######## design 1 ########
--- config.mk ---
export PLATFORM = sky130hd
export DESIGN_NAME = ps2_kbd_ctrl
export DESIGN_NICKNAME = d
export VERILOG_FILES = /design/src/rtl/ps2_kbd_ctrl.sv
export SDC_FILE = /design/constraint.sdc
export NUM_CORES = 1
export LEC_CHECK = 0
export ABC_AREA = 1
export CELL_PAD_IN_SITES_DETAIL_PLACEMENT = 1
export CELL_PAD_IN_SITES_GLOBAL_PLACEMENT = 1
export CORE_ASPECT_RATIO = 0.5
export CORE_MARGIN = 1.5
export CORE_UTILIZATION = 40
export CTS_BUF_LIST = sky130_fd_sc_hd__clkbuf_4
export DETAILED_ROUTE_END_ITERATION = 12
export GPL_TIMING_DRIVEN = 1
export HOLD_SLACK_MARGIN = 0.08
export PLACE_DENSITY = 0.81
export SLEW_MARGIN = 40
export SYNTH_ARGS = -nofsm -noshare
export SYNTH_HDL_FRONTEND = slang
export SYNTH_SLANG_ARGS = --single-unit
export TNS_END_PERCENT = 10
--- constraint.sdc ---
create_clock -name clk -period 2.5 [get_ports clk]
set_clock_uncertainty 0.1 [all_clocks]
set_input_delay 0.375 -clock clk [delete_from_list [all_inputs] [get_ports clk]]
set_output_delay 0.375 -clock clk [all_outputs]
set_load 0.01 [all_outputs]
--- src/rtl/ps2_kbd_ctrl.sv ---
// PS/2 keyboard controller: modifier tracking, key-event FIFO with modifier snapshots and,
// when PS2_KBD_LED_UPDATE_EN is defined, the lock-LED update sequence over the host-to-device path.
module ps2_kbd_ctrl #(
    parameter int FIFO_AW     = 3,
    parameter int ACK_TIMEOUT = 500000,
    parameter int TO_W        = 20
) (
    input  logic       clk,
    input  logic       rst,
    input  logic       key_down,
    input  logic       key_up,
    input  logic [7:0] scan_code,
    output logic       shift,
    output logic       caps_lock,
    output logic       num_lock,
    output logic       ev_valid,
    input  logic       ev_ready,
    output logic [7:0] ev_code,
    output logic [2:0] ev_mods,
    output logic       ev_ovf,
    output logic       tx_valid,
    output logic [7:0] tx_byte,
    input  logic       tx_ready,
    output logic       led_err
);

    localparam int         DEPTH     = 2 ** FIFO_AW;
    localparam logic [7:0] SC_LSHIFT = 8'h12;
    localparam logic [7:0] SC_RSHIFT = 8'h59;
    localparam logic [7:0] SC_CAPS   = 8'h58;
    localparam logic [7:0] SC_NUM    = 8'h77;
    localparam logic [7:0] SC_ACK    = 8'hFA;

    logic lsh, rsh, caps_held, num_held;
    logic caps_tgl, num_tgl, key_up_eff, push_req;

    // ps2_unit never strobes both; if it did, the make code wins.
    assign key_up_eff = key_up & ~key_down;
    assign caps_tgl   = key_down && (scan_code == SC_CAPS) && !caps_held;
    assign num_tgl    = key_down && (scan_code == SC_NUM)  && !num_held;
    assign push_req   = key_down && (scan_code != SC_LSHIFT) && (scan_code != SC_RSHIFT) &&
                        (scan_code != SC_CAPS) && (scan_code != SC_NUM) && (scan_code != SC_ACK);

    // NOTE: sequential state always uses non-blocking assignments so every register
    // samples pre-edge values; blocking here would create order-dependent races.
    always_ff @(posedge clk or negedge rst) begin
        if (!rst) begin
            lsh       <= 1'b0;
            rsh       <= 1'b0;
            caps_held <= 1'b0;
            num_held  <= 1'b0;
            caps_lock <= 1'b0;
            num_lock  <= 1'b0;
        end else begin
            if (key_down) begin
                if (scan_code == SC_LSHIFT) lsh       <= 1'b1;
                if (scan_code == SC_RSHIFT) rsh       <= 1'b1;
                if (scan_code == SC_CAPS)   caps_held <= 1'b1;
                if (scan_code == SC_NUM)    num_held  <= 1'b1;
            end else if (key_up_eff) begin
                if (scan_code == SC_LSHIFT) lsh       <= 1'b0;
                if (scan_code == SC_RSHIFT) rsh       <= 1'b0;
                if (scan_code == SC_CAPS)   caps_held <= 1'b0;
                if (scan_code == SC_NUM)    num_held  <= 1'b0;
            end
            if (caps_tgl) caps_lock <= ~caps_lock;
            if (num_tgl)  num_lock  <= ~num_lock;
        end
    end

    assign shift = lsh | rsh;

    // Event FIFO: pointers carry one extra bit to tell full from empty.
    logic [10:0]      mem [DEPTH];
    logic [FIFO_AW:0] wr_ptr, rd_ptr;
    logic             empty, full, pop, push;

    assign empty = (wr_ptr == rd_ptr);
    assign full  = (wr_ptr[FIFO_AW] != rd_ptr[FIFO_AW]) &&
                   (wr_ptr[FIFO_AW-1:0] == rd_ptr[FIFO_AW-1:0]);
    assign pop   = ev_ready && !empty;
    assign push  = push_req && (!full || pop);

    always_ff @(posedge clk or negedge rst) begin
        if (!rst) begin
            wr_ptr <= '0;
            rd_ptr <= '0;
            ev_ovf <= 1'b0;
        end else begin
            if (push) wr_ptr <= wr_ptr + 1'b1;
            if (pop)  rd_ptr <= rd_ptr + 1'b1;
            ev_ovf <= push_req && full && !pop;
        end
    end

    // NOTE: storage array is deliberately not reset; pointers alone define validity,
    // and leaving it out of reset lets it map onto plain RAM/register files.
    always_ff @(posedge clk) begin
        if (push) mem[wr_ptr[FIFO_AW-1:0]] <= {scan_code, shift, caps_lock, num_lock};
    end

    assign ev_valid = !empty;
    assign ev_code  = empty ? 8'h00 : mem[rd_ptr[FIFO_AW-1:0]][10:3];
    assign ev_mods  = empty ? 3'b000 : mem[rd_ptr[FIFO_AW-1:0]][2:0];

`ifdef PS2_KBD_LED_UPDATE_EN
    typedef enum logic [2:0] {
        IDLE, SEND_CMD, WAIT_ACK1, SEND_LED, WAIT_ACK2
    } led_state_t;

    led_state_t      state, state_next;
    logic [TO_W-1:0] to_cnt;
    logic            pend, led_byte_ld, err_set, ack, timeout, waiting;
    logic [7:0]      led_byte;

    assign ack     = key_down && (scan_code == SC_ACK);
    assign waiting = (state == WAIT_ACK1) || (state == WAIT_ACK2);
    assign timeout = (to_cnt == TO_W'(ACK_TIMEOUT - 1));

    // NOTE: every output of this block gets a default before the case, so no path
    // leaves a signal unassigned and no latch is inferred.
    always_comb begin
        state_next  = state;
        tx_valid    = 1'b0;
        tx_byte     = 8'h00;
        err_set     = 1'b0;
        led_byte_ld = 1'b0;
        case (state)
            IDLE: if (pend) state_next = SEND_CMD;
            SEND_CMD: begin
                tx_valid = 1'b1;
                tx_byte  = 8'hED;
                if (tx_ready) state_next = WAIT_ACK1;
            end
            WAIT_ACK1: begin
                if (ack) begin
                    state_next  = SEND_LED;
                    led_byte_ld = 1'b1;
                end else if (timeout) begin
                    state_next = IDLE;
                    err_set    = 1'b1;
                end
            end
            SEND_LED: begin
                tx_valid = 1'b1;
                tx_byte  = led_byte;
                if (tx_ready) state_next = WAIT_ACK2;
            end
            WAIT_ACK2: begin
                if (ack) begin
                    state_next = IDLE;
                end else if (timeout) begin
                    state_next = IDLE;
                    err_set    = 1'b1;
                end
            end
            default: state_next = IDLE;
        endcase
    end

    always_ff @(posedge clk or negedge rst) begin
        if (!rst) begin
            state    <= IDLE;
            to_cnt   <= '0;
            pend     <= 1'b0;
            led_byte <= 8'h00;
            led_err  <= 1'b0;
        end else begin
            state   <= state_next;
            led_err <= err_set;
            to_cnt  <= (waiting && state_next == state) ? to_cnt + 1'b1 : '0;
            if (led_byte_ld) led_byte <= {5'b0, caps_lock, num_lock, 1'b0};
            // A toggle arriving while IDLE launches outranks the clear, so it is not lost.
            if (caps_tgl || num_tgl)     pend <= 1'b1;
            else if (state == IDLE)      pend <= 1'b0;
        end
    end
`else
    logic unused_tx_ready;
    assign unused_tx_ready = tx_ready;
    assign tx_valid        = 1'b0;
    assign tx_byte         = 8'h00;
    assign led_err         = 1'b0;
`endif

endmodule

######## design 2 ########
<file path="src/rtl/tia_hclk_gen_pkg.sv">
// Shared constants for the TIA horizontal clock generator.
// The decode values are not written out by hand. They are generated from the
// counter's own step rule, so the table and the counter cannot drift apart.
package tia_hclk_gen_pkg;

  // hclock states per line (57 * 4 = 228 colour clocks)
  localparam int HC_LINE_LEN = 57;

  // One step of the 6-bit polynomial counter: shift left, XNOR feedback.
  function automatic logic [5:0] lfsr6_next(input logic [5:0] q);
    return {q[4:0], ~(q[5] ^ q[4])};
  endfunction

  // Counter value reached 'idx' steps after 000000.
  function automatic logic [5:0] lfsr6_at(input int idx);
    logic [5:0] q;
    q = 6'b000000;
    for (int i = 0; i < idx; i++) begin
      q = lfsr6_next(q);
    end
    return q;
  endfunction

  // Line event decodes, expressed as counter values.
  localparam logic [5:0] HC_SHB  = lfsr6_at(0);   // start hblank
  localparam logic [5:0] HC_SHS  = lfsr6_at(4);   // start hsync
  localparam logic [5:0] HC_RHS  = lfsr6_at(8);   // reset hsync
  localparam logic [5:0] HC_RCB  = lfsr6_at(12);  // reset colour burst
  localparam logic [5:0] HC_RHB  = lfsr6_at(16);  // reset hblank
  localparam logic [5:0] HC_LRHB = lfsr6_at(18);  // late reset hblank
  // The line-end value depends on the line length, so the top derives it.

  // Phase values that drive the two DL latch strobes.
  localparam logic [1:0] HC_PH1  = 2'd0;
  localparam logic [1:0] HC_PH2  = 2'd2;
  localparam logic [1:0] PH_LAST = 2'd3;  // the counter steps on this edge

endpackage

</file>
<file path="src/rtl/tia_hclk_gen_lfsr6.sv">
// 6-bit polynomial (LFSR) horizontal counter.
// It advances only when 'step' is high. 'clr' turns that step into a load of 000000.
module tia_lfsr6
  import tia_hclk_gen_pkg::*;
(
  input  logic       clk,
  input  logic       r_n,
  input  logic       step,
  input  logic       clr,
  output logic [5:0] q
);

  logic [5:0] r_q;

  // Counter register: synchronous reset to 000000, then step or clear.
  always_ff @(posedge clk) begin
    // NOTE: sequential state uses non-blocking assignments. The reset is
    // synchronous, so it sits inside the clocked branch and is not in the
    // sensitivity list.
    if (!r_n) begin
      r_q <= 6'b000000;
    end else if (step) begin
      r_q <= clr ? 6'b000000 : lfsr6_next(r_q);
    end
  end

  assign q = r_q;

endmodule

</file>
<file path="src/rtl/tia_hclk_gen.sv">
// TIA horizontal clock generator.
// Divides the colour clock by 4 into the two-phase DL strobes hphi1/hphi2.
// Steps the polynomial line counter and decodes the hblank/hsync events.
// Also implements the WSYNC/RDY halt handshake and RSYNC.
// Every output is decoded from registered state only.
module tia_hclk_gen
  import tia_hclk_gen_pkg::*;
#(
  parameter int LINE_LEN = HC_LINE_LEN  // must be <= 63
) (
  input  logic       clk,
  input  logic       r_n,
  input  logic       wsync,
  input  logic       rsync,
  output logic       hphi1,
  output logic       hphi2,
  output logic       shb,
  output logic       shs,
  output logic       rhs,
  output logic       rcb,
  output logic       rhb,
  output logic       lrhb,
  output logic       rdy,
  output logic [5:0] hidx
);

  localparam logic [5:0] HC_END = lfsr6_at(LINE_LEN - 1);

  logic [1:0] r_ph;
  logic       r_rdy_q;
  logic       r_rsync_pend;
  logic [5:0] w_lfsr;
  logic       w_step;
  logic       w_clr;
  logic       w_line_start;

  // The counter moves only on the last phase of an hclock. It reloads to 0 on
  // line end, on an earlier rsync, or on an rsync that lands on this same edge.
  assign w_step       = (r_ph == PH_LAST);
  assign w_clr        = (w_lfsr == HC_END) | r_rsync_pend | rsync;
  assign w_line_start = w_step & w_clr;

  // Free-running phase divider; rsync does not touch it, so cadence is kept.
  always_ff @(posedge clk) begin
    if (!r_n) begin
      r_ph <= 2'd0;
    end else begin
      r_ph <= r_ph + 2'd1;
    end
  end

  // Hold an rsync until the next step edge consumes it.
  always_ff @(posedge clk) begin
    if (!r_n) begin
      r_rsync_pend <= 1'b0;
    end else if (w_step) begin
      r_rsync_pend <= 1'b0;
    end else if (rsync) begin
      r_rsync_pend <= 1'b1;
    end
  end

  // RDY handshake: wsync drops it and the next line start raises it.
  // A wsync on the line-start edge wins.
  always_ff @(posedge clk) begin
    if (!r_n) begin
      r_rdy_q <= 1'b1;
    end else if (wsync) begin
      r_rdy_q <= 1'b0;
    end else if (w_line_start) begin
      r_rdy_q <= 1'b1;
    end
  end

  tia_lfsr6 u_lfsr (
    .clk  (clk),
    .r_n  (r_n),
    .step (w_step),
    .clr  (w_clr),
    .q    (w_lfsr)
  );

  // Each decode is held for the full 4-clk hclock of its index.
  // Each DL latch therefore sees one hphi1/hphi2 pair per pulse.
  assign hphi1 = (r_ph == HC_PH1);
  assign hphi2 = (r_ph == HC_PH2);
  assign shb   = (w_lfsr == HC_SHB);
  assign shs   = (w_lfsr == HC_SHS);
  assign rhs   = (w_lfsr == HC_RHS);
  assign rcb   = (w_lfsr == HC_RCB);
  assign rhb   = (w_lfsr == HC_RHB);
  assign lrhb  = (w_lfsr == HC_LRHB);
  assign rdy   = r_rdy_q;
  assign hidx  = w_lfsr;

endmodule

</file>
<file path="config.mk">
export PLATFORM = sky130hd
export DESIGN_NAME = tia_hclk_gen
export DESIGN_NICKNAME = d
export VERILOG_FILES = /design/src/rtl/tia_hclk_gen_pkg.sv /design/src/rtl/tia_hclk_gen_lfsr6.sv /design/src/rtl/tia_hclk_gen.sv
export SDC_FILE = /design/constraint.sdc
export NUM_CORES = 1
export LEC_CHECK = 0
export CAP_MARGIN = 0
export CORE_AREA = 2 2 39 41
export CTS_CLUSTER_DIAMETER = 120
export DETAILED_ROUTE_END_ITERATION = 8
export DIE_AREA = 0 0 41 43
export PLACE_DENSITY = 0.78
export SLEW_MARGIN = 10
export SYNTH_ARGS = -nofsm -noshare
export SYNTH_HDL_FRONTEND = slang
export SYNTH_SLANG_ARGS = --single-unit
</file>
<file path="constraint.sdc">
create_clock -name clk -period 4 [get_ports clk]
set_input_delay 0.4 -clock clk [delete_from_list [all_inputs] [get_ports clk]]
set_output_delay 0.4 -clock clk [all_outputs]
set_load 0.01 [all_outputs]
</file>
######## design 3 ########
**config.mk**
```make
export PLATFORM = sky130hd
export DESIGN_NAME = buzzer_arbiter
export DESIGN_NICKNAME = d
export VERILOG_FILES = /design/src/rtl/buzzer_arbiter.sv
export SDC_FILE = /design/constraint.sdc
export NUM_CORES = 1
export LEC_CHECK = 0
export ABC_AREA = 1
export CAP_MARGIN = 5
export CORE_ASPECT_RATIO = 1.2
export CORE_MARGIN = 3
export CORE_UTILIZATION = 45
export CTS_CLUSTER_DIAMETER = 150
export DETAILED_ROUTE_END_ITERATION = 7
export PLACE_DENSITY = 0.77
export SETUP_SLACK_MARGIN = 0.02
export SLEW_MARGIN = 20
export SYNTH_ARGS = -nofsm -noshare
export SYNTH_HDL_FRONTEND = slang
export SYNTH_SLANG_ARGS = --single-unit
export TNS_END_PERCENT = 5
```
**constraint.sdc**
```tcl
create_clock -name clk -period 1.65 [get_ports clk]
set_input_delay 0.33 -clock clk [delete_from_list [all_inputs] [get_ports clk]]
set_output_delay 0.33 -clock clk [all_outputs]
set_load 0.01 [all_outputs]
```
**src/rtl/buzzer_arbiter.sv**
```systemverilog
// buzzer_arbiter -- shares one buzzer tone generator between the horn, the
// reverse-gear beeper and the turn-signal ticker.
//
// Fixed priority horn > reverse > tick.  A horn press preempts anything at
// once.  Reverse beeps with alternating BEEP_ON-cycle tone and BEEP_OFF-cycle
// silence.  A turn tick is queued by a blinker toggle and plays for TICK_LEN
// cycles once nothing with higher priority wants the buzzer.
//
// Optional feature macro: BUZZER_TICK_EN.  When it is defined, the tick path is
// built in.  When it is undefined, turn_req and turn_blink are ignored and
// grant[2] is tied to 0.
//
// Ports:
//   clk        in   rising-edge clock
//   rst        in   asynchronous active-high reset
//   horn_req   in   level, horn key held
//   rev_req    in   level, reverse gear engaged
//   turn_req   in   level, a turn signal is active
//   turn_blink in   one-cycle pulse on each blinker toggle
//   note_div   out  [21:0] tone divider for the buzzer generator, 0 = silent
//   grant      out  [2:0] one-hot owner {tick, rev, horn}, 0 when idle
//   busy       out  high whenever grant is non-zero
module buzzer_arbiter #(
  parameter logic [21:0] HORN_DIV = 22'd151515,
  parameter logic [21:0] REV_DIV  = 22'd113636,
  parameter logic [21:0] TICK_DIV = 22'd50000,
  parameter int          BEEP_ON  = 25000000,
  parameter int          BEEP_OFF = 25000000,
  parameter int          TICK_LEN = 2000000
) (
  input  logic        clk,
  input  logic        rst,
  input  logic        horn_req,
  input  logic        rev_req,
  input  logic        turn_req,
  input  logic        turn_blink,
  output logic [21:0] note_div,
  output logic [2:0]  grant,
  output logic        busy
);

  typedef enum logic [2:0] {
    IDLE    = 3'd0,
    HORN    = 3'd1,
    REV_ON  = 3'd2,
    REV_OFF = 3'd3,
    TICK    = 3'd4
  } state_t;

  // Terminal timer values: a timed state leaves on the edge where the timer
  // holds its length minus one, giving exactly "length" cycles in the state.
  localparam logic [24:0] ON_LAST   = 25'(BEEP_ON - 1);
  localparam logic [24:0] OFF_LAST  = 25'(BEEP_OFF - 1);
  localparam logic [24:0] TICK_LAST = 25'(TICK_LEN - 1);

  state_t      r_state;
  state_t      w_state_next;
  logic [24:0] r_timer;
  logic [21:0] r_note_div;
  logic [1:0]  r_grant_lo;
  logic        r_busy;
  logic        w_tick_pend;

  // Next-state logic.  Horn overrides everything; otherwise each state decides.
  always_comb begin
    w_state_next = r_state;
    if (horn_req) begin
      w_state_next = HORN;
    end else begin
      case (r_state)
        IDLE: begin
          if (rev_req)          w_state_next = REV_ON;
          else if (w_tick_pend) w_state_next = TICK;
        end
        HORN: begin
          if (rev_req)          w_state_next = REV_ON;
          else if (w_tick_pend) w_state_next = TICK;
          else                  w_state_next = IDLE;
        end
        REV_ON: begin
          if (!rev_req)              w_state_next = w_tick_pend ? TICK : IDLE;
          else if (r_timer == ON_LAST) w_state_next = REV_OFF;
        end
        REV_OFF: begin
          if (!rev_req)               w_state_next = w_tick_pend ? TICK : IDLE;
          else if (r_timer == OFF_LAST) w_state_next = REV_ON;
        end
        TICK: begin
          if (r_timer == TICK_LAST) w_state_next = IDLE;
        end
        default: w_state_next = IDLE;
      endcase
    end
  end

  // State, timer and outputs.  Outputs are decoded from the next state so they
  // change on the same edge as the state register (Moore, registered).
  always_ff @(posedge clk or posedge rst) begin
    if (rst) begin
      r_state    <= IDLE;
      r_timer    <= '0;
      r_note_div <= '0;
      r_grant_lo <= '0;
      r_busy     <= 1'b0;
    end else begin
      r_state <= w_state_next;
      // Any state change, including REV_ON <-> REV_OFF, restarts the timer.
      r_timer <= (w_state_next != r_state) ? 25'd0 : r_timer + 25'd1;
      r_busy  <= (w_state_next != IDLE);
      case (w_state_next)
        HORN: begin
          r_note_div <= HORN_DIV;
          r_grant_lo <= 2'b01;
        end
        REV_ON: begin
          r_note_div <= REV_DIV;
          r_grant_lo <= 2'b10;
        end
        REV_OFF: begin
          r_note_div <= '0;
          r_grant_lo <= 2'b10;
        end
        TICK: begin
          r_note_div <= TICK_DIV;
          r_grant_lo <= 2'b00;
        end
        default: begin
          r_note_div <= '0;
          r_grant_lo <= 2'b00;
        end
      endcase
    end
  end

`ifdef BUZZER_TICK_EN
  logic r_tick_pending;
  logic r_grant_tick;

  assign w_tick_pend = r_tick_pending;

  // A blink is only remembered while the turn signal is on; one arriving
  // during a tick is dropped, and the flag is consumed when the tick starts.
  always_ff @(posedge clk or posedge rst) begin
    if (rst) begin
      r_tick_pending <= 1'b0;
      r_grant_tick   <= 1'b0;
    end else begin
      if (!turn_req)
        r_tick_pending <= 1'b0;
      else if (w_state_next == TICK && r_state != TICK)
        r_tick_pending <= 1'b0;
      else if (turn_blink && r_state != TICK)
        r_tick_pending <= 1'b1;
      r_grant_tick <= (w_state_next == TICK);
    end
  end

  assign grant = {r_grant_tick, r_grant_lo};
`else
  logic w_unused;

  assign w_tick_pend = 1'b0;
  assign w_unused    = &{1'b0, turn_req, turn_blink};
  assign grant       = {1'b0, r_grant_lo};
`endif

  assign note_div = r_note_div;
  assign busy     = r_busy;

endmodule

```
######## design 4 ########
`src/rtl/uart_rx_pkg.sv`:
```
// Shared types and constants for the 8N1 UART receiver.
package uart_rx_pkg;

  localparam int unsigned UART_DATA_BITS = 8;
  localparam int unsigned UART_IDX_W     = $clog2(UART_DATA_BITS);

  typedef enum logic [2:0] {
    WAIT_IDLE = 3'd0,
    IDLE      = 3'd1,
    START     = 3'd2,
    DATA      = 3'd3,
    STOP      = 3'd4
  } uart_rx_state_t;

  // States in which a frame is being received.
  function automatic logic state_is_running(input uart_rx_state_t s);
    return (s == START) || (s == DATA) || (s == STOP);
  endfunction

endpackage

```
`src/rtl/sync_2ff.sv`:
```
// Generic two-flop synchronizer for asynchronous inputs, with a selectable reset value.
module sync_2ff #(
  parameter int unsigned       WIDTH     = 1,
  parameter logic [WIDTH-1:0]  RESET_VAL = '0
) (
  input  logic             clk_in,
  input  logic             reset,
  input  logic [WIDTH-1:0] d,
  output logic [WIDTH-1:0] q
);

  logic [WIDTH-1:0] meta;

  always_ff @(posedge clk_in) begin
    if (reset) begin
      meta <= RESET_VAL;
      q    <= RESET_VAL;
    end else begin
      meta <= d;
      q    <= meta;
    end
  end

endmodule

```
`src/rtl/uart_rx_8n1.sv`:
```
// 8N1 UART receiver with start-glitch rejection, stop-bit check and a
// one-entry valid/ready output buffer that flags overrun.
module uart_rx_8n1
  import uart_rx_pkg::*;
#(
  parameter int unsigned UART_CLK_TICKS_PER_BIT = 65
) (
  input  logic                      clk_in,
  input  logic                      reset,
  input  logic                      uart_rx,
  output logic [UART_DATA_BITS-1:0] data_out,
  output logic                      data_valid,
  input  logic                      data_ready,
  output logic                      rx_running,
  output logic                      framing_error,
  output logic                      overrun
);

  localparam int unsigned TICKS = UART_CLK_TICKS_PER_BIT;
  localparam int unsigned CNT_W = $clog2(TICKS);
  localparam int unsigned HALF  = TICKS >> 1;

  localparam logic [CNT_W-1:0]      CNT_HALF = CNT_W'(HALF - 1);
  localparam logic [CNT_W-1:0]      CNT_LAST = CNT_W'(TICKS - 1);
  localparam logic [UART_IDX_W-1:0] IDX_LAST = UART_IDX_W'(UART_DATA_BITS - 1);

  logic rx_s;

  uart_rx_state_t              state_q, state_nx;
  logic [CNT_W-1:0]            cnt_q, cnt_nx;
  logic [UART_IDX_W-1:0]       idx_q, idx_nx;
  logic [UART_DATA_BITS-1:0]   shift_q, shift_nx;
  logic                        byte_done_c;
  logic                        frame_err_c;

  // Idle-high line: reset the synchronizer to the idle level.
  sync_2ff #(
    .WIDTH     (1),
    .RESET_VAL (1'b1)
  ) u_sync (
    .clk_in (clk_in),
    .reset  (reset),
    .d      (uart_rx),
    .q      (rx_s)
  );

  always_ff @(posedge clk_in) begin
    if (reset) begin
      state_q <= WAIT_IDLE;
    end else begin
      state_q <= state_nx;
    end
  end

  always_comb begin
    state_nx    = state_q;
    cnt_nx      = cnt_q + CNT_W'(1);
    idx_nx      = idx_q;
    shift_nx    = shift_q;
    byte_done_c = 1'b0;
    frame_err_c = 1'b0;

    case (state_q)
      WAIT_IDLE: begin
        cnt_nx = '0;
        if (rx_s) state_nx = IDLE;
      end
      IDLE: begin
        cnt_nx = '0;
        if (!rx_s) begin
          state_nx = START;
          idx_nx   = '0;
        end
      end
      // Re-check the line at mid start bit to reject glitches.
      START: begin
        if (cnt_q == CNT_HALF) begin
          cnt_nx   = '0;
          state_nx = rx_s ? IDLE : DATA;
        end
      end
      DATA: begin
        if (cnt_q == CNT_LAST) begin
          cnt_nx   = '0;
          shift_nx = {rx_s, shift_q[UART_DATA_BITS-1:1]};
          idx_nx   = idx_q + UART_IDX_W'(1);
          if (idx_q == IDX_LAST) state_nx = STOP;
        end
      end
      // Leave at mid stop bit so a back-to-back start edge is not missed.
      STOP: begin
        if (cnt_q == CNT_LAST) begin
          cnt_nx = '0;
          if (rx_s) begin
            byte_done_c = 1'b1;
            state_nx    = IDLE;
          end else begin
            frame_err_c = 1'b1;
            state_nx    = WAIT_IDLE;
          end
        end
      end
      default: begin
        state_nx = WAIT_IDLE;
      end
    endcase
  end

  always_ff @(posedge clk_in) begin
    if (reset) begin
      cnt_q   <= '0;
      idx_q   <= '0;
      shift_q <= '0;
    end else begin
      cnt_q   <= cnt_nx;
      idx_q   <= idx_nx;
      shift_q <= shift_nx;
    end
  end

  // One-entry output buffer; a slot being consumed this cycle counts as free.
  always_ff @(posedge clk_in) begin
    if (reset) begin
      data_out      <= '0;
      data_valid    <= 1'b0;
      rx_running    <= 1'b0;
      framing_error <= 1'b0;
      overrun       <= 1'b0;
    end else begin
      rx_running    <= state_is_running(state_nx);
      framing_error <= frame_err_c;
      overrun       <= 1'b0;
      if (byte_done_c && (!data_valid || data_ready)) begin
        data_out   <= shift_q;
        data_valid <= 1'b1;
      end else begin
        if (data_valid && data_ready) data_valid <= 1'b0;
        if (byte_done_c)              overrun    <= 1'b1;
      end
    end
  end

endmodule

```
`config.mk`:
```
export PLATFORM = sky130hd
export DESIGN_NAME = uart_rx_8n1
export DESIGN_NICKNAME = d
export VERILOG_FILES = /design/src/rtl/uart_rx_pkg.sv /design/src/rtl/sync_2ff.sv /design/src/rtl/uart_rx_8n1.sv
export SDC_FILE = /design/constraint.sdc
export NUM_CORES = 1
export LEC_CHECK = 0
export CORE_MARGIN = 2
export CORE_UTILIZATION = 59
export DETAILED_ROUTE_END_ITERATION = 12
export MAX_ROUTING_LAYER = met4
export PLACE_DENSITY = 0.92
export SKIP_LAST_GASP = 1
export SLEW_MARGIN = 10
export SYNTH_ARGS = -nofsm -noshare
export SYNTH_HDL_FRONTEND = slang
export SYNTH_HIERARCHICAL = 1
export SYNTH_SLANG_ARGS = --single-unit
```
`constraint.sdc`:
```
create_clock -name clk_in -period 2.8 [get_ports clk_in]
set_input_delay 0.56 -clock clk_in [delete_from_list [all_inputs] [get_ports clk_in]]
set_output_delay 0.56 -clock clk_in [all_outputs]
set_load 0.02 [all_outputs]
```

==> layout pictures side by side <==
Local utilization.
panel A
11 x 11 tiles, from black (low) to pale yellow (high), 0 to 100% covered.
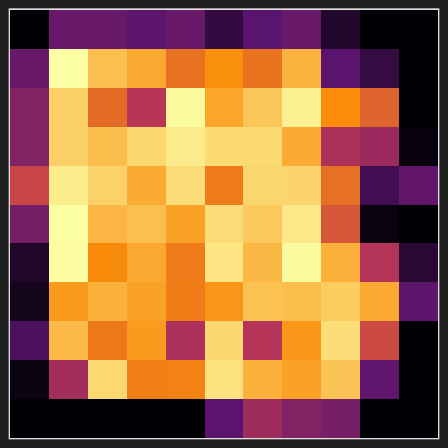
panel B
8 x 9 tiles, from black (low) to pale yellow (high), 0 to 100% covered.
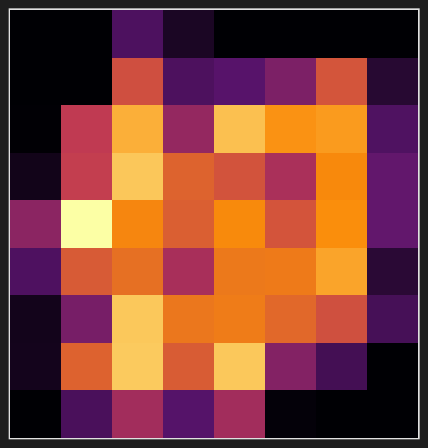
panel C
15 x 8 tiles, from black (low) to pale yellow (high), 0 to 100% covered.
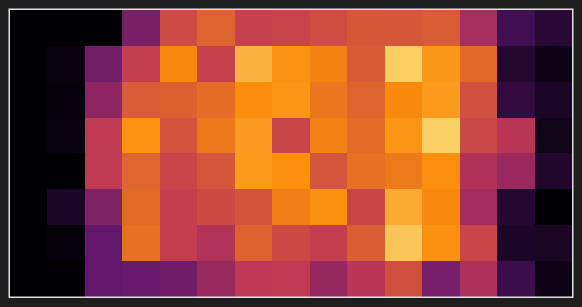
panel D
7 x 8 tiles, from black (low) to pale yellow (high), 0 to 100% covered.
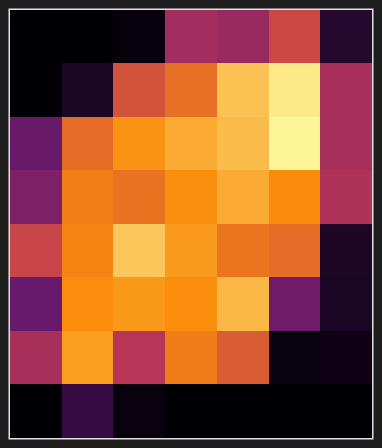
The one with the highest utilization is panel A.
Design 4 is panel A.
Design 2 is panel B.
Design 3 is panel D.
Design 1 is panel C.

Figure 1. Track usage over the die (design 2).
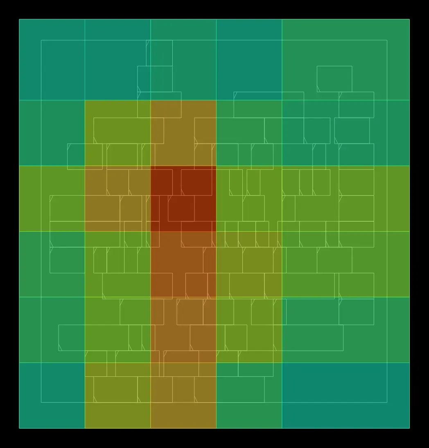
GRT busiest layer: met2
met2 Usage GRT: 21.9%
met1 Usage GRT: 21.6%
GR Util met3: 2.09%
Routed WL per cell: 11.1 µm

==> summary.txt, design 2 <==
Outcome -> completed
CTS Buffer Depth -> 2
Clk power -> 64.8 µW
Sequential power share -> 53.6%
Layout Nets -> 92
Logic family by area -> simple AND/OR/NAND/NOR gates
Num ports -> 19
Gate Area -> 284 µm²
Comb area share -> 38.7%
Combinational share of power -> 14.0%
Die width -> 41 µm
Instance count on the critical path -> 3
Internal power -> 154 µW
Cell with the most instances after synthesis -> dfxtp_1
Count of library flops with an enable pin -> 0
Floorplan Nets -> 70
CP cell instances -> or4_1, nor2_1, clkdlybuf4s50_1
Signal buffers -> 18
CP max stage delay -> 530 ps
Overall Power -> 200 µW
Top class by area -> multi-input combinational cells
Max-Cap Viols -> 0
Final HPWL from detailed placement -> 817 µm
ClkCell Share -> 3.07%
Number of cell rows -> 14
Cell Area, Placed -> 711 µm²
Worst setup SP type -> flop
GRT Overall Usage -> 16.3%
Uppermost layer routed -> met4
Achievable Freq -> 0.459 GHz
WL final -> 1080 µm
Gpl congestion -> 0.789
Crit. End Element -> output port
Most numerous logic cells after layout -> clkdlybuf4s50_1 (18), dfxtp_1 (10), nor2_1 (8)
WL met3 -> 56 µm
Min Hold Slack -> 449 ps
Synthesis area per yosys -> 514 µm²
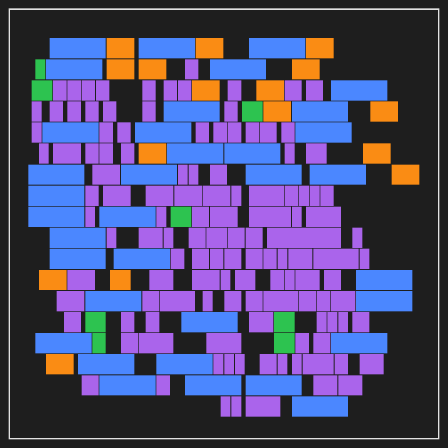
Figure 2: design 4, placed cells, one color a class.
[green] clock drivers and dummy loads | cells: 8
[purple] remaining logic cells | cells: 123
[blue] sequential cells | cells: 35
[orange] remaining buffers and delay cells | cells: 16
flop share of the area: 40.1%
post-layout util: 70.6%

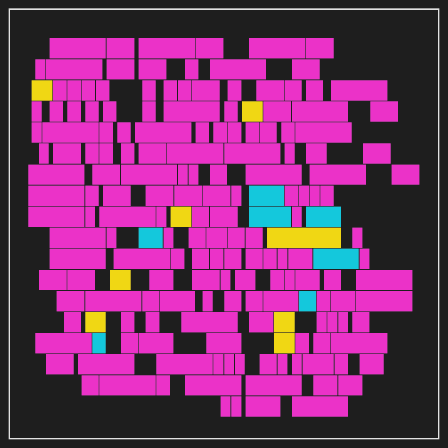
Figure 3: design 4, cell sizes after repair.
[yellow] x3 and x4 | cells: 8
[magenta] x1 and smaller | cells: 167
[cyan] x2 | cells: 7
Area growth, synth to finish: 12.8%
Signal buffers: 16
final worst-path setup slack: 660 ps
Final Cell Area: 0.00175 mm²

==> summary.txt, design 4 <==
CTS tree -> yes
Root Driver -> clkbuf_4
Instance count on the critical path -> 6
Post-route DRC -> 0
Initial antenna violation count -> 0
WS Path Type -> reg -> reg
Register area -> 701 µm²
RSZ-0062 raised after global routing -> no
Slew HR -> 58.9%
Late-Pin Clk Latency -> 350 ps
WL met3 -> 192 µm
Ant. Diodes -> 0
Cells after synthesis -> 167
Worst slew pin tran -> 614 ps
CTS resizes -> 0
Yosys cell count -> 167
Signal buf overhead -> 9.02%
P_leak -> 0.652 nW
Xor+xnor area frac -> 2.82%
Vias in the first global route -> 1,216
ClkCell Share -> 3.08%
Number of clock buffers in the layout -> 6
Buf/Inv on CP -> 1
Min cycle time layout -> 2140 ps
Slew Viols, Final -> 0
Floorplan Nets -> 175
Seq share, synth -> 45.2%
Yosys adder share -> 3.23%
Simple share -> 22.5%
Comb area share -> 44.2%
Cell with the most instances after synthesis -> dfxtp_1
Unique cell types -> 39
CP cell instances -> inv_1, ha_1, and4bb_1, nand4_1, mux2i_1, nor2_1
Gpl congestion -> 0.839
Min-delay src -> u_sync/meta
Top delay family on crit path -> simple AND/OR/NAND/NOR gates
Internal power -> 616 µW
Top cells by area, synth -> dfxtp_1 (45%), mux2i_1 (5.2%), nor2_1 (4.6%)
VDD IR max -> 453 µV
Clock sinks -> 35
Hold Vio Cnt, Final -> 0
Starting DRT DRC Count -> 35
Outcome -> completed
Die Area -> 0.00305 mm²
Gate Area -> 772 µm²
Pwr top -> registers
Ys async rst share -> 0%
Min-delay worst type -> reg -> reg
DRT Pass-1 Iters -> 4
Top cells by count -> dfxtp_1 (35), nor2_1 (19), a21oi_1 (13)
Final setup fails -> 0
WL final -> 3110 µm
Most numerous logic cells after layout -> dfxtp_1 (35), nor2_1 (19), clkdlybuf4s50_1 (15)
Routed WL per cell -> 14.7 µm
Non-clk invs -> 7
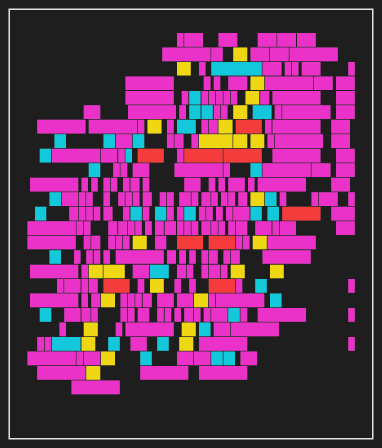
Figure 4: design 3, cell sizes after repair.
[cyan] x2 | cells: 34
[red] x6 and larger | cells: 9
[magenta] x1 and smaller | cells: 232
[yellow] x3 and x4 | cells: 26
Signal buffers: 51
Area growth, synth to finish: 24.8%
final worst-path setup slack: -108 ps
Final Cell Area: 0.00259 mm²

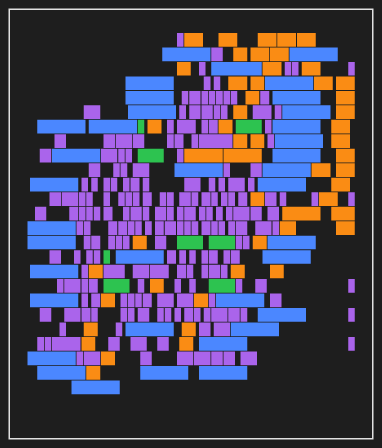
Figure 5: design 3, placed cells, one color a class.
[blue] sequential cells | cells: 36
[purple] remaining logic cells | cells: 206
[orange] remaining buffers and delay cells | cells: 51
[green] clock drivers and dummy loads | cells: 8
number of cell rows: 26
core area: 0.00436 mm²
flop share of the area: 34.8%
post-layout util: 59.4%

==> summary.txt, design 3 <==
Clock sinks -> 36
Yosys adder share -> 0.603%
Placed cells -> 349
Overall Power -> 1.76 mW
Min Hold Slack -> 398 ps
GRT busiest layer -> met2
Multiplexer share -> 0%
Final ANT Viol Nets -> 0
Initial antenna violation count -> 0
Sum of negative setup slack -> -2430 ps
Top cells by count -> nand2_1 (49), dfrtp_1 (36), inv_1 (35), nor2_1 (35), nor2_2 (20)
Layout Nets -> 307
Cts hold-fix bufs -> 0
Ys async rst share -> 100%
Combinational share of power -> 12.5%
Met2 Usage GRT -> 28.7%
Root Driver -> clkbuf_8
Met1 Usage GRT -> 22.3%
Post-CTS setup repair buffer count -> 0
Final setup fails -> 25
Logic family by area -> simple AND/OR/NAND/NOR gates
Metal2 WL -> 2140 µm
Final worst-path setup slack -> -108 ps
First-pass GRT wire length -> 7100 µm
CP cell instances -> ha_2, nand2_2, nor2_4, nand2_2, nor2_1, nand3_1, nand2_2, nand2_1, nand2_1, nand2_1, nand3_4, buf_12, nor2_1
Cells after synthesis -> 260
Min-delay worst type -> in -> async
Sw frac -> 23.3%
Failing checks -> negative setup slack
CTS resizes -> 4
Clk pwr share -> 35.6%
Sw Pwr -> 411 µW
Final HPWL from detailed placement -> 3140 µm
RSZ-0062 raised after global routing -> yes
CP Max Fanout -> 14
Outcome -> finished, violations left
Gpl congestion -> 0.942
Instance count on the critical path -> 13
Via count -> 1,636
Hold Vio Cnt, Final -> 0
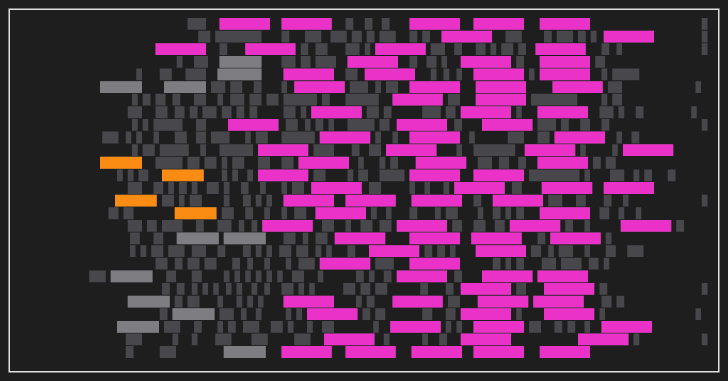
Figure 6: design 1, sequential cells colored by netlist name.
Other sequential cells in the stronger gray, the rest of the logic in the fainter gray.
[magenta] `mem` | flops: 88
[orange] `wr_ptr` | flops: 4 | where: left middle
not colored: 11
flop share of the area: 54.4%
post-layout util: 50.7%
Sequential Power: 2.27 mW
register area: 0.00302 mm²

==> summary.txt, design 1 <==
Sequential power share -> 35.1%
Crit path capture -> ev_mods[0]
Post-CTS setup repair buffer count -> 5
GRT Overall Usage -> 22.6%
CTS Buffer Depth -> 2
Xor+xnor area frac -> 1.57%
Layout Nets -> 490
Instance count on the critical path -> 9
Arrival time at the worst endpoint -> 2020 ps
Final worst-path setup slack -> 2.31 ps
Comb. pwr -> 3.30 mW
Clk power -> 901 µW
Min cycle time layout -> 2500 ps
R2r endpoint -> mem[3][1]
WS Path Type -> reg -> out
IO buf count -> 28
Uppermost layer routed -> met4
Via count -> 3,414
Non-clk invs -> 17
Cts hold-fix bufs -> 0
Clk pwr share -> 13.9%
Metal2 WL -> 6540 µm
Total grt overflow -> 0
Final Cell Area -> 0.00555 mm²
Non-filler cells, final -> 623
Largest register FFs -> 88
Count of library flops with an enable pin -> 88
Gate Area -> 0.00137 mm²
Vias in the first global route -> 3,541
Flop-to-flop setup slack -> 210 ps
Cell type with the largest total area -> edfxtp_1
Max-Cap Viols -> 0
Clock sinks -> 103
Fin crit share -> 99.9%
Largest net degree at the start of global routing -> 46
Final setup fails -> 0
Seq_cells -> 103
Final ANT Viol Nets -> 0
Top delay family on crit path -> flip-flops
DRT met1 WL -> 5580 µm
Number of clock buffers in the layout -> 9
Buf/Inv on CP -> 3
Routed WL per cell -> 21.3 µm
Hold Vio Cnt, Final -> 0
Clk slew on worst S/H paths -> 160 ps
Gpl congestion -> 0.781
Initial antenna violation count -> 0
Outcome -> completed
Ant. Diodes -> 0
Die width -> 153 µm
RR Startpoint -> rd_ptr[0]
Yosys cell count -> 399
Sw frac -> 41.3%
Yosys aoi share -> 10.3%
Syn Area/Cell -> 11.2 µm²
Signal buf overhead -> 14.0%
Init Core Util -> 40.9%
Yosys adder share -> 0.559%
Multi-input gate count -> 258
Cells after synthesis -> 399
Sw Pwr -> 2.67 mW
VDD IR max -> 377 µV
Setup crit start -> rd_ptr[0]
Max-area cell share -> 59.0%
Flops after synth -> 103
Area growth, synth to finish -> 24.0%
Cell Area, Placed -> 0.00518 mm²
First-pass GRT wire length -> 19,900 µm
Pwr top -> combinational cells


==> gallery <==
Track usage over the die.
picture 1
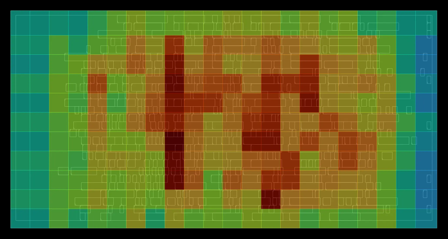
picture 2
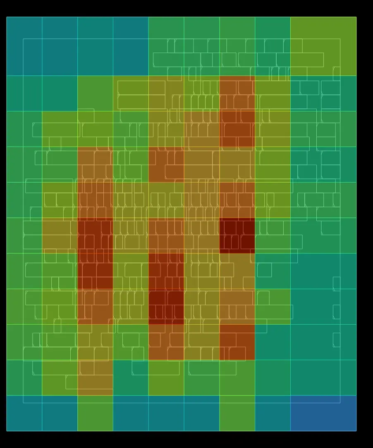
picture 3
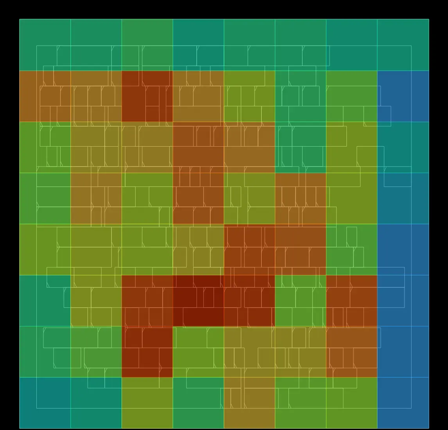
picture 3: design 4
picture 1: design 1
picture 2: design 3
The one with the highest utilization is picture 3.
The one with the most wire per cell is picture 1.


==> notes/layouts.md <==
Pictures saved along the way, in no particular order.

Sequential cells colored by netlist name.
Other sequential cells in the stronger gray, the rest of the logic in the fainter gray.
shot_01.png
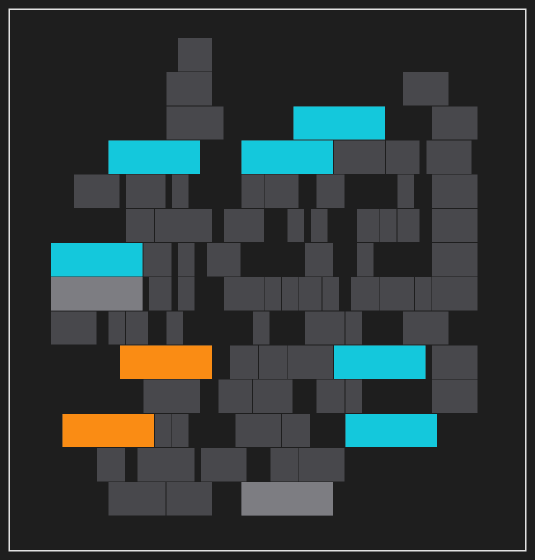
shot_02.png
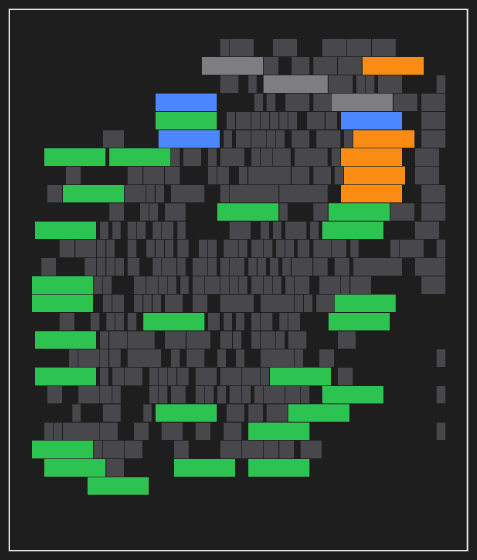
shot_03.png
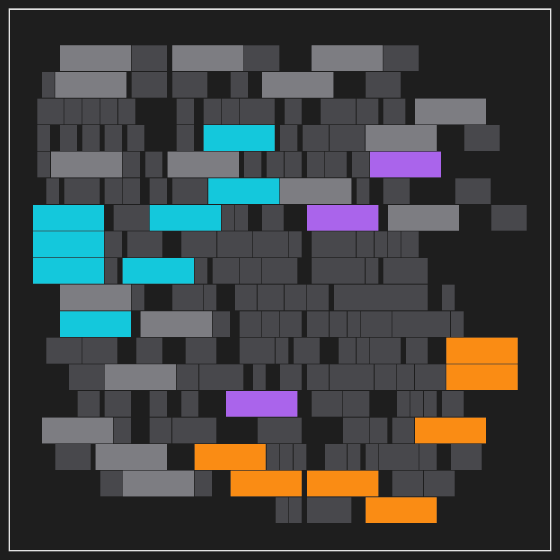
shot_01.png is design 2.
shot_02.png is design 3.
shot_03.png is design 4.
The one with the most cells is shot_02.png.
The one with the fewest sequential cells is shot_01.png.

Key to shot_02.png:
[green] `r_timer` | flops: 25
[blue] `r_state` | flops: 3
[orange] `note_div` | flops: 5 | where: top right
not colored: 3

Power and IR drop assume default switching activity.
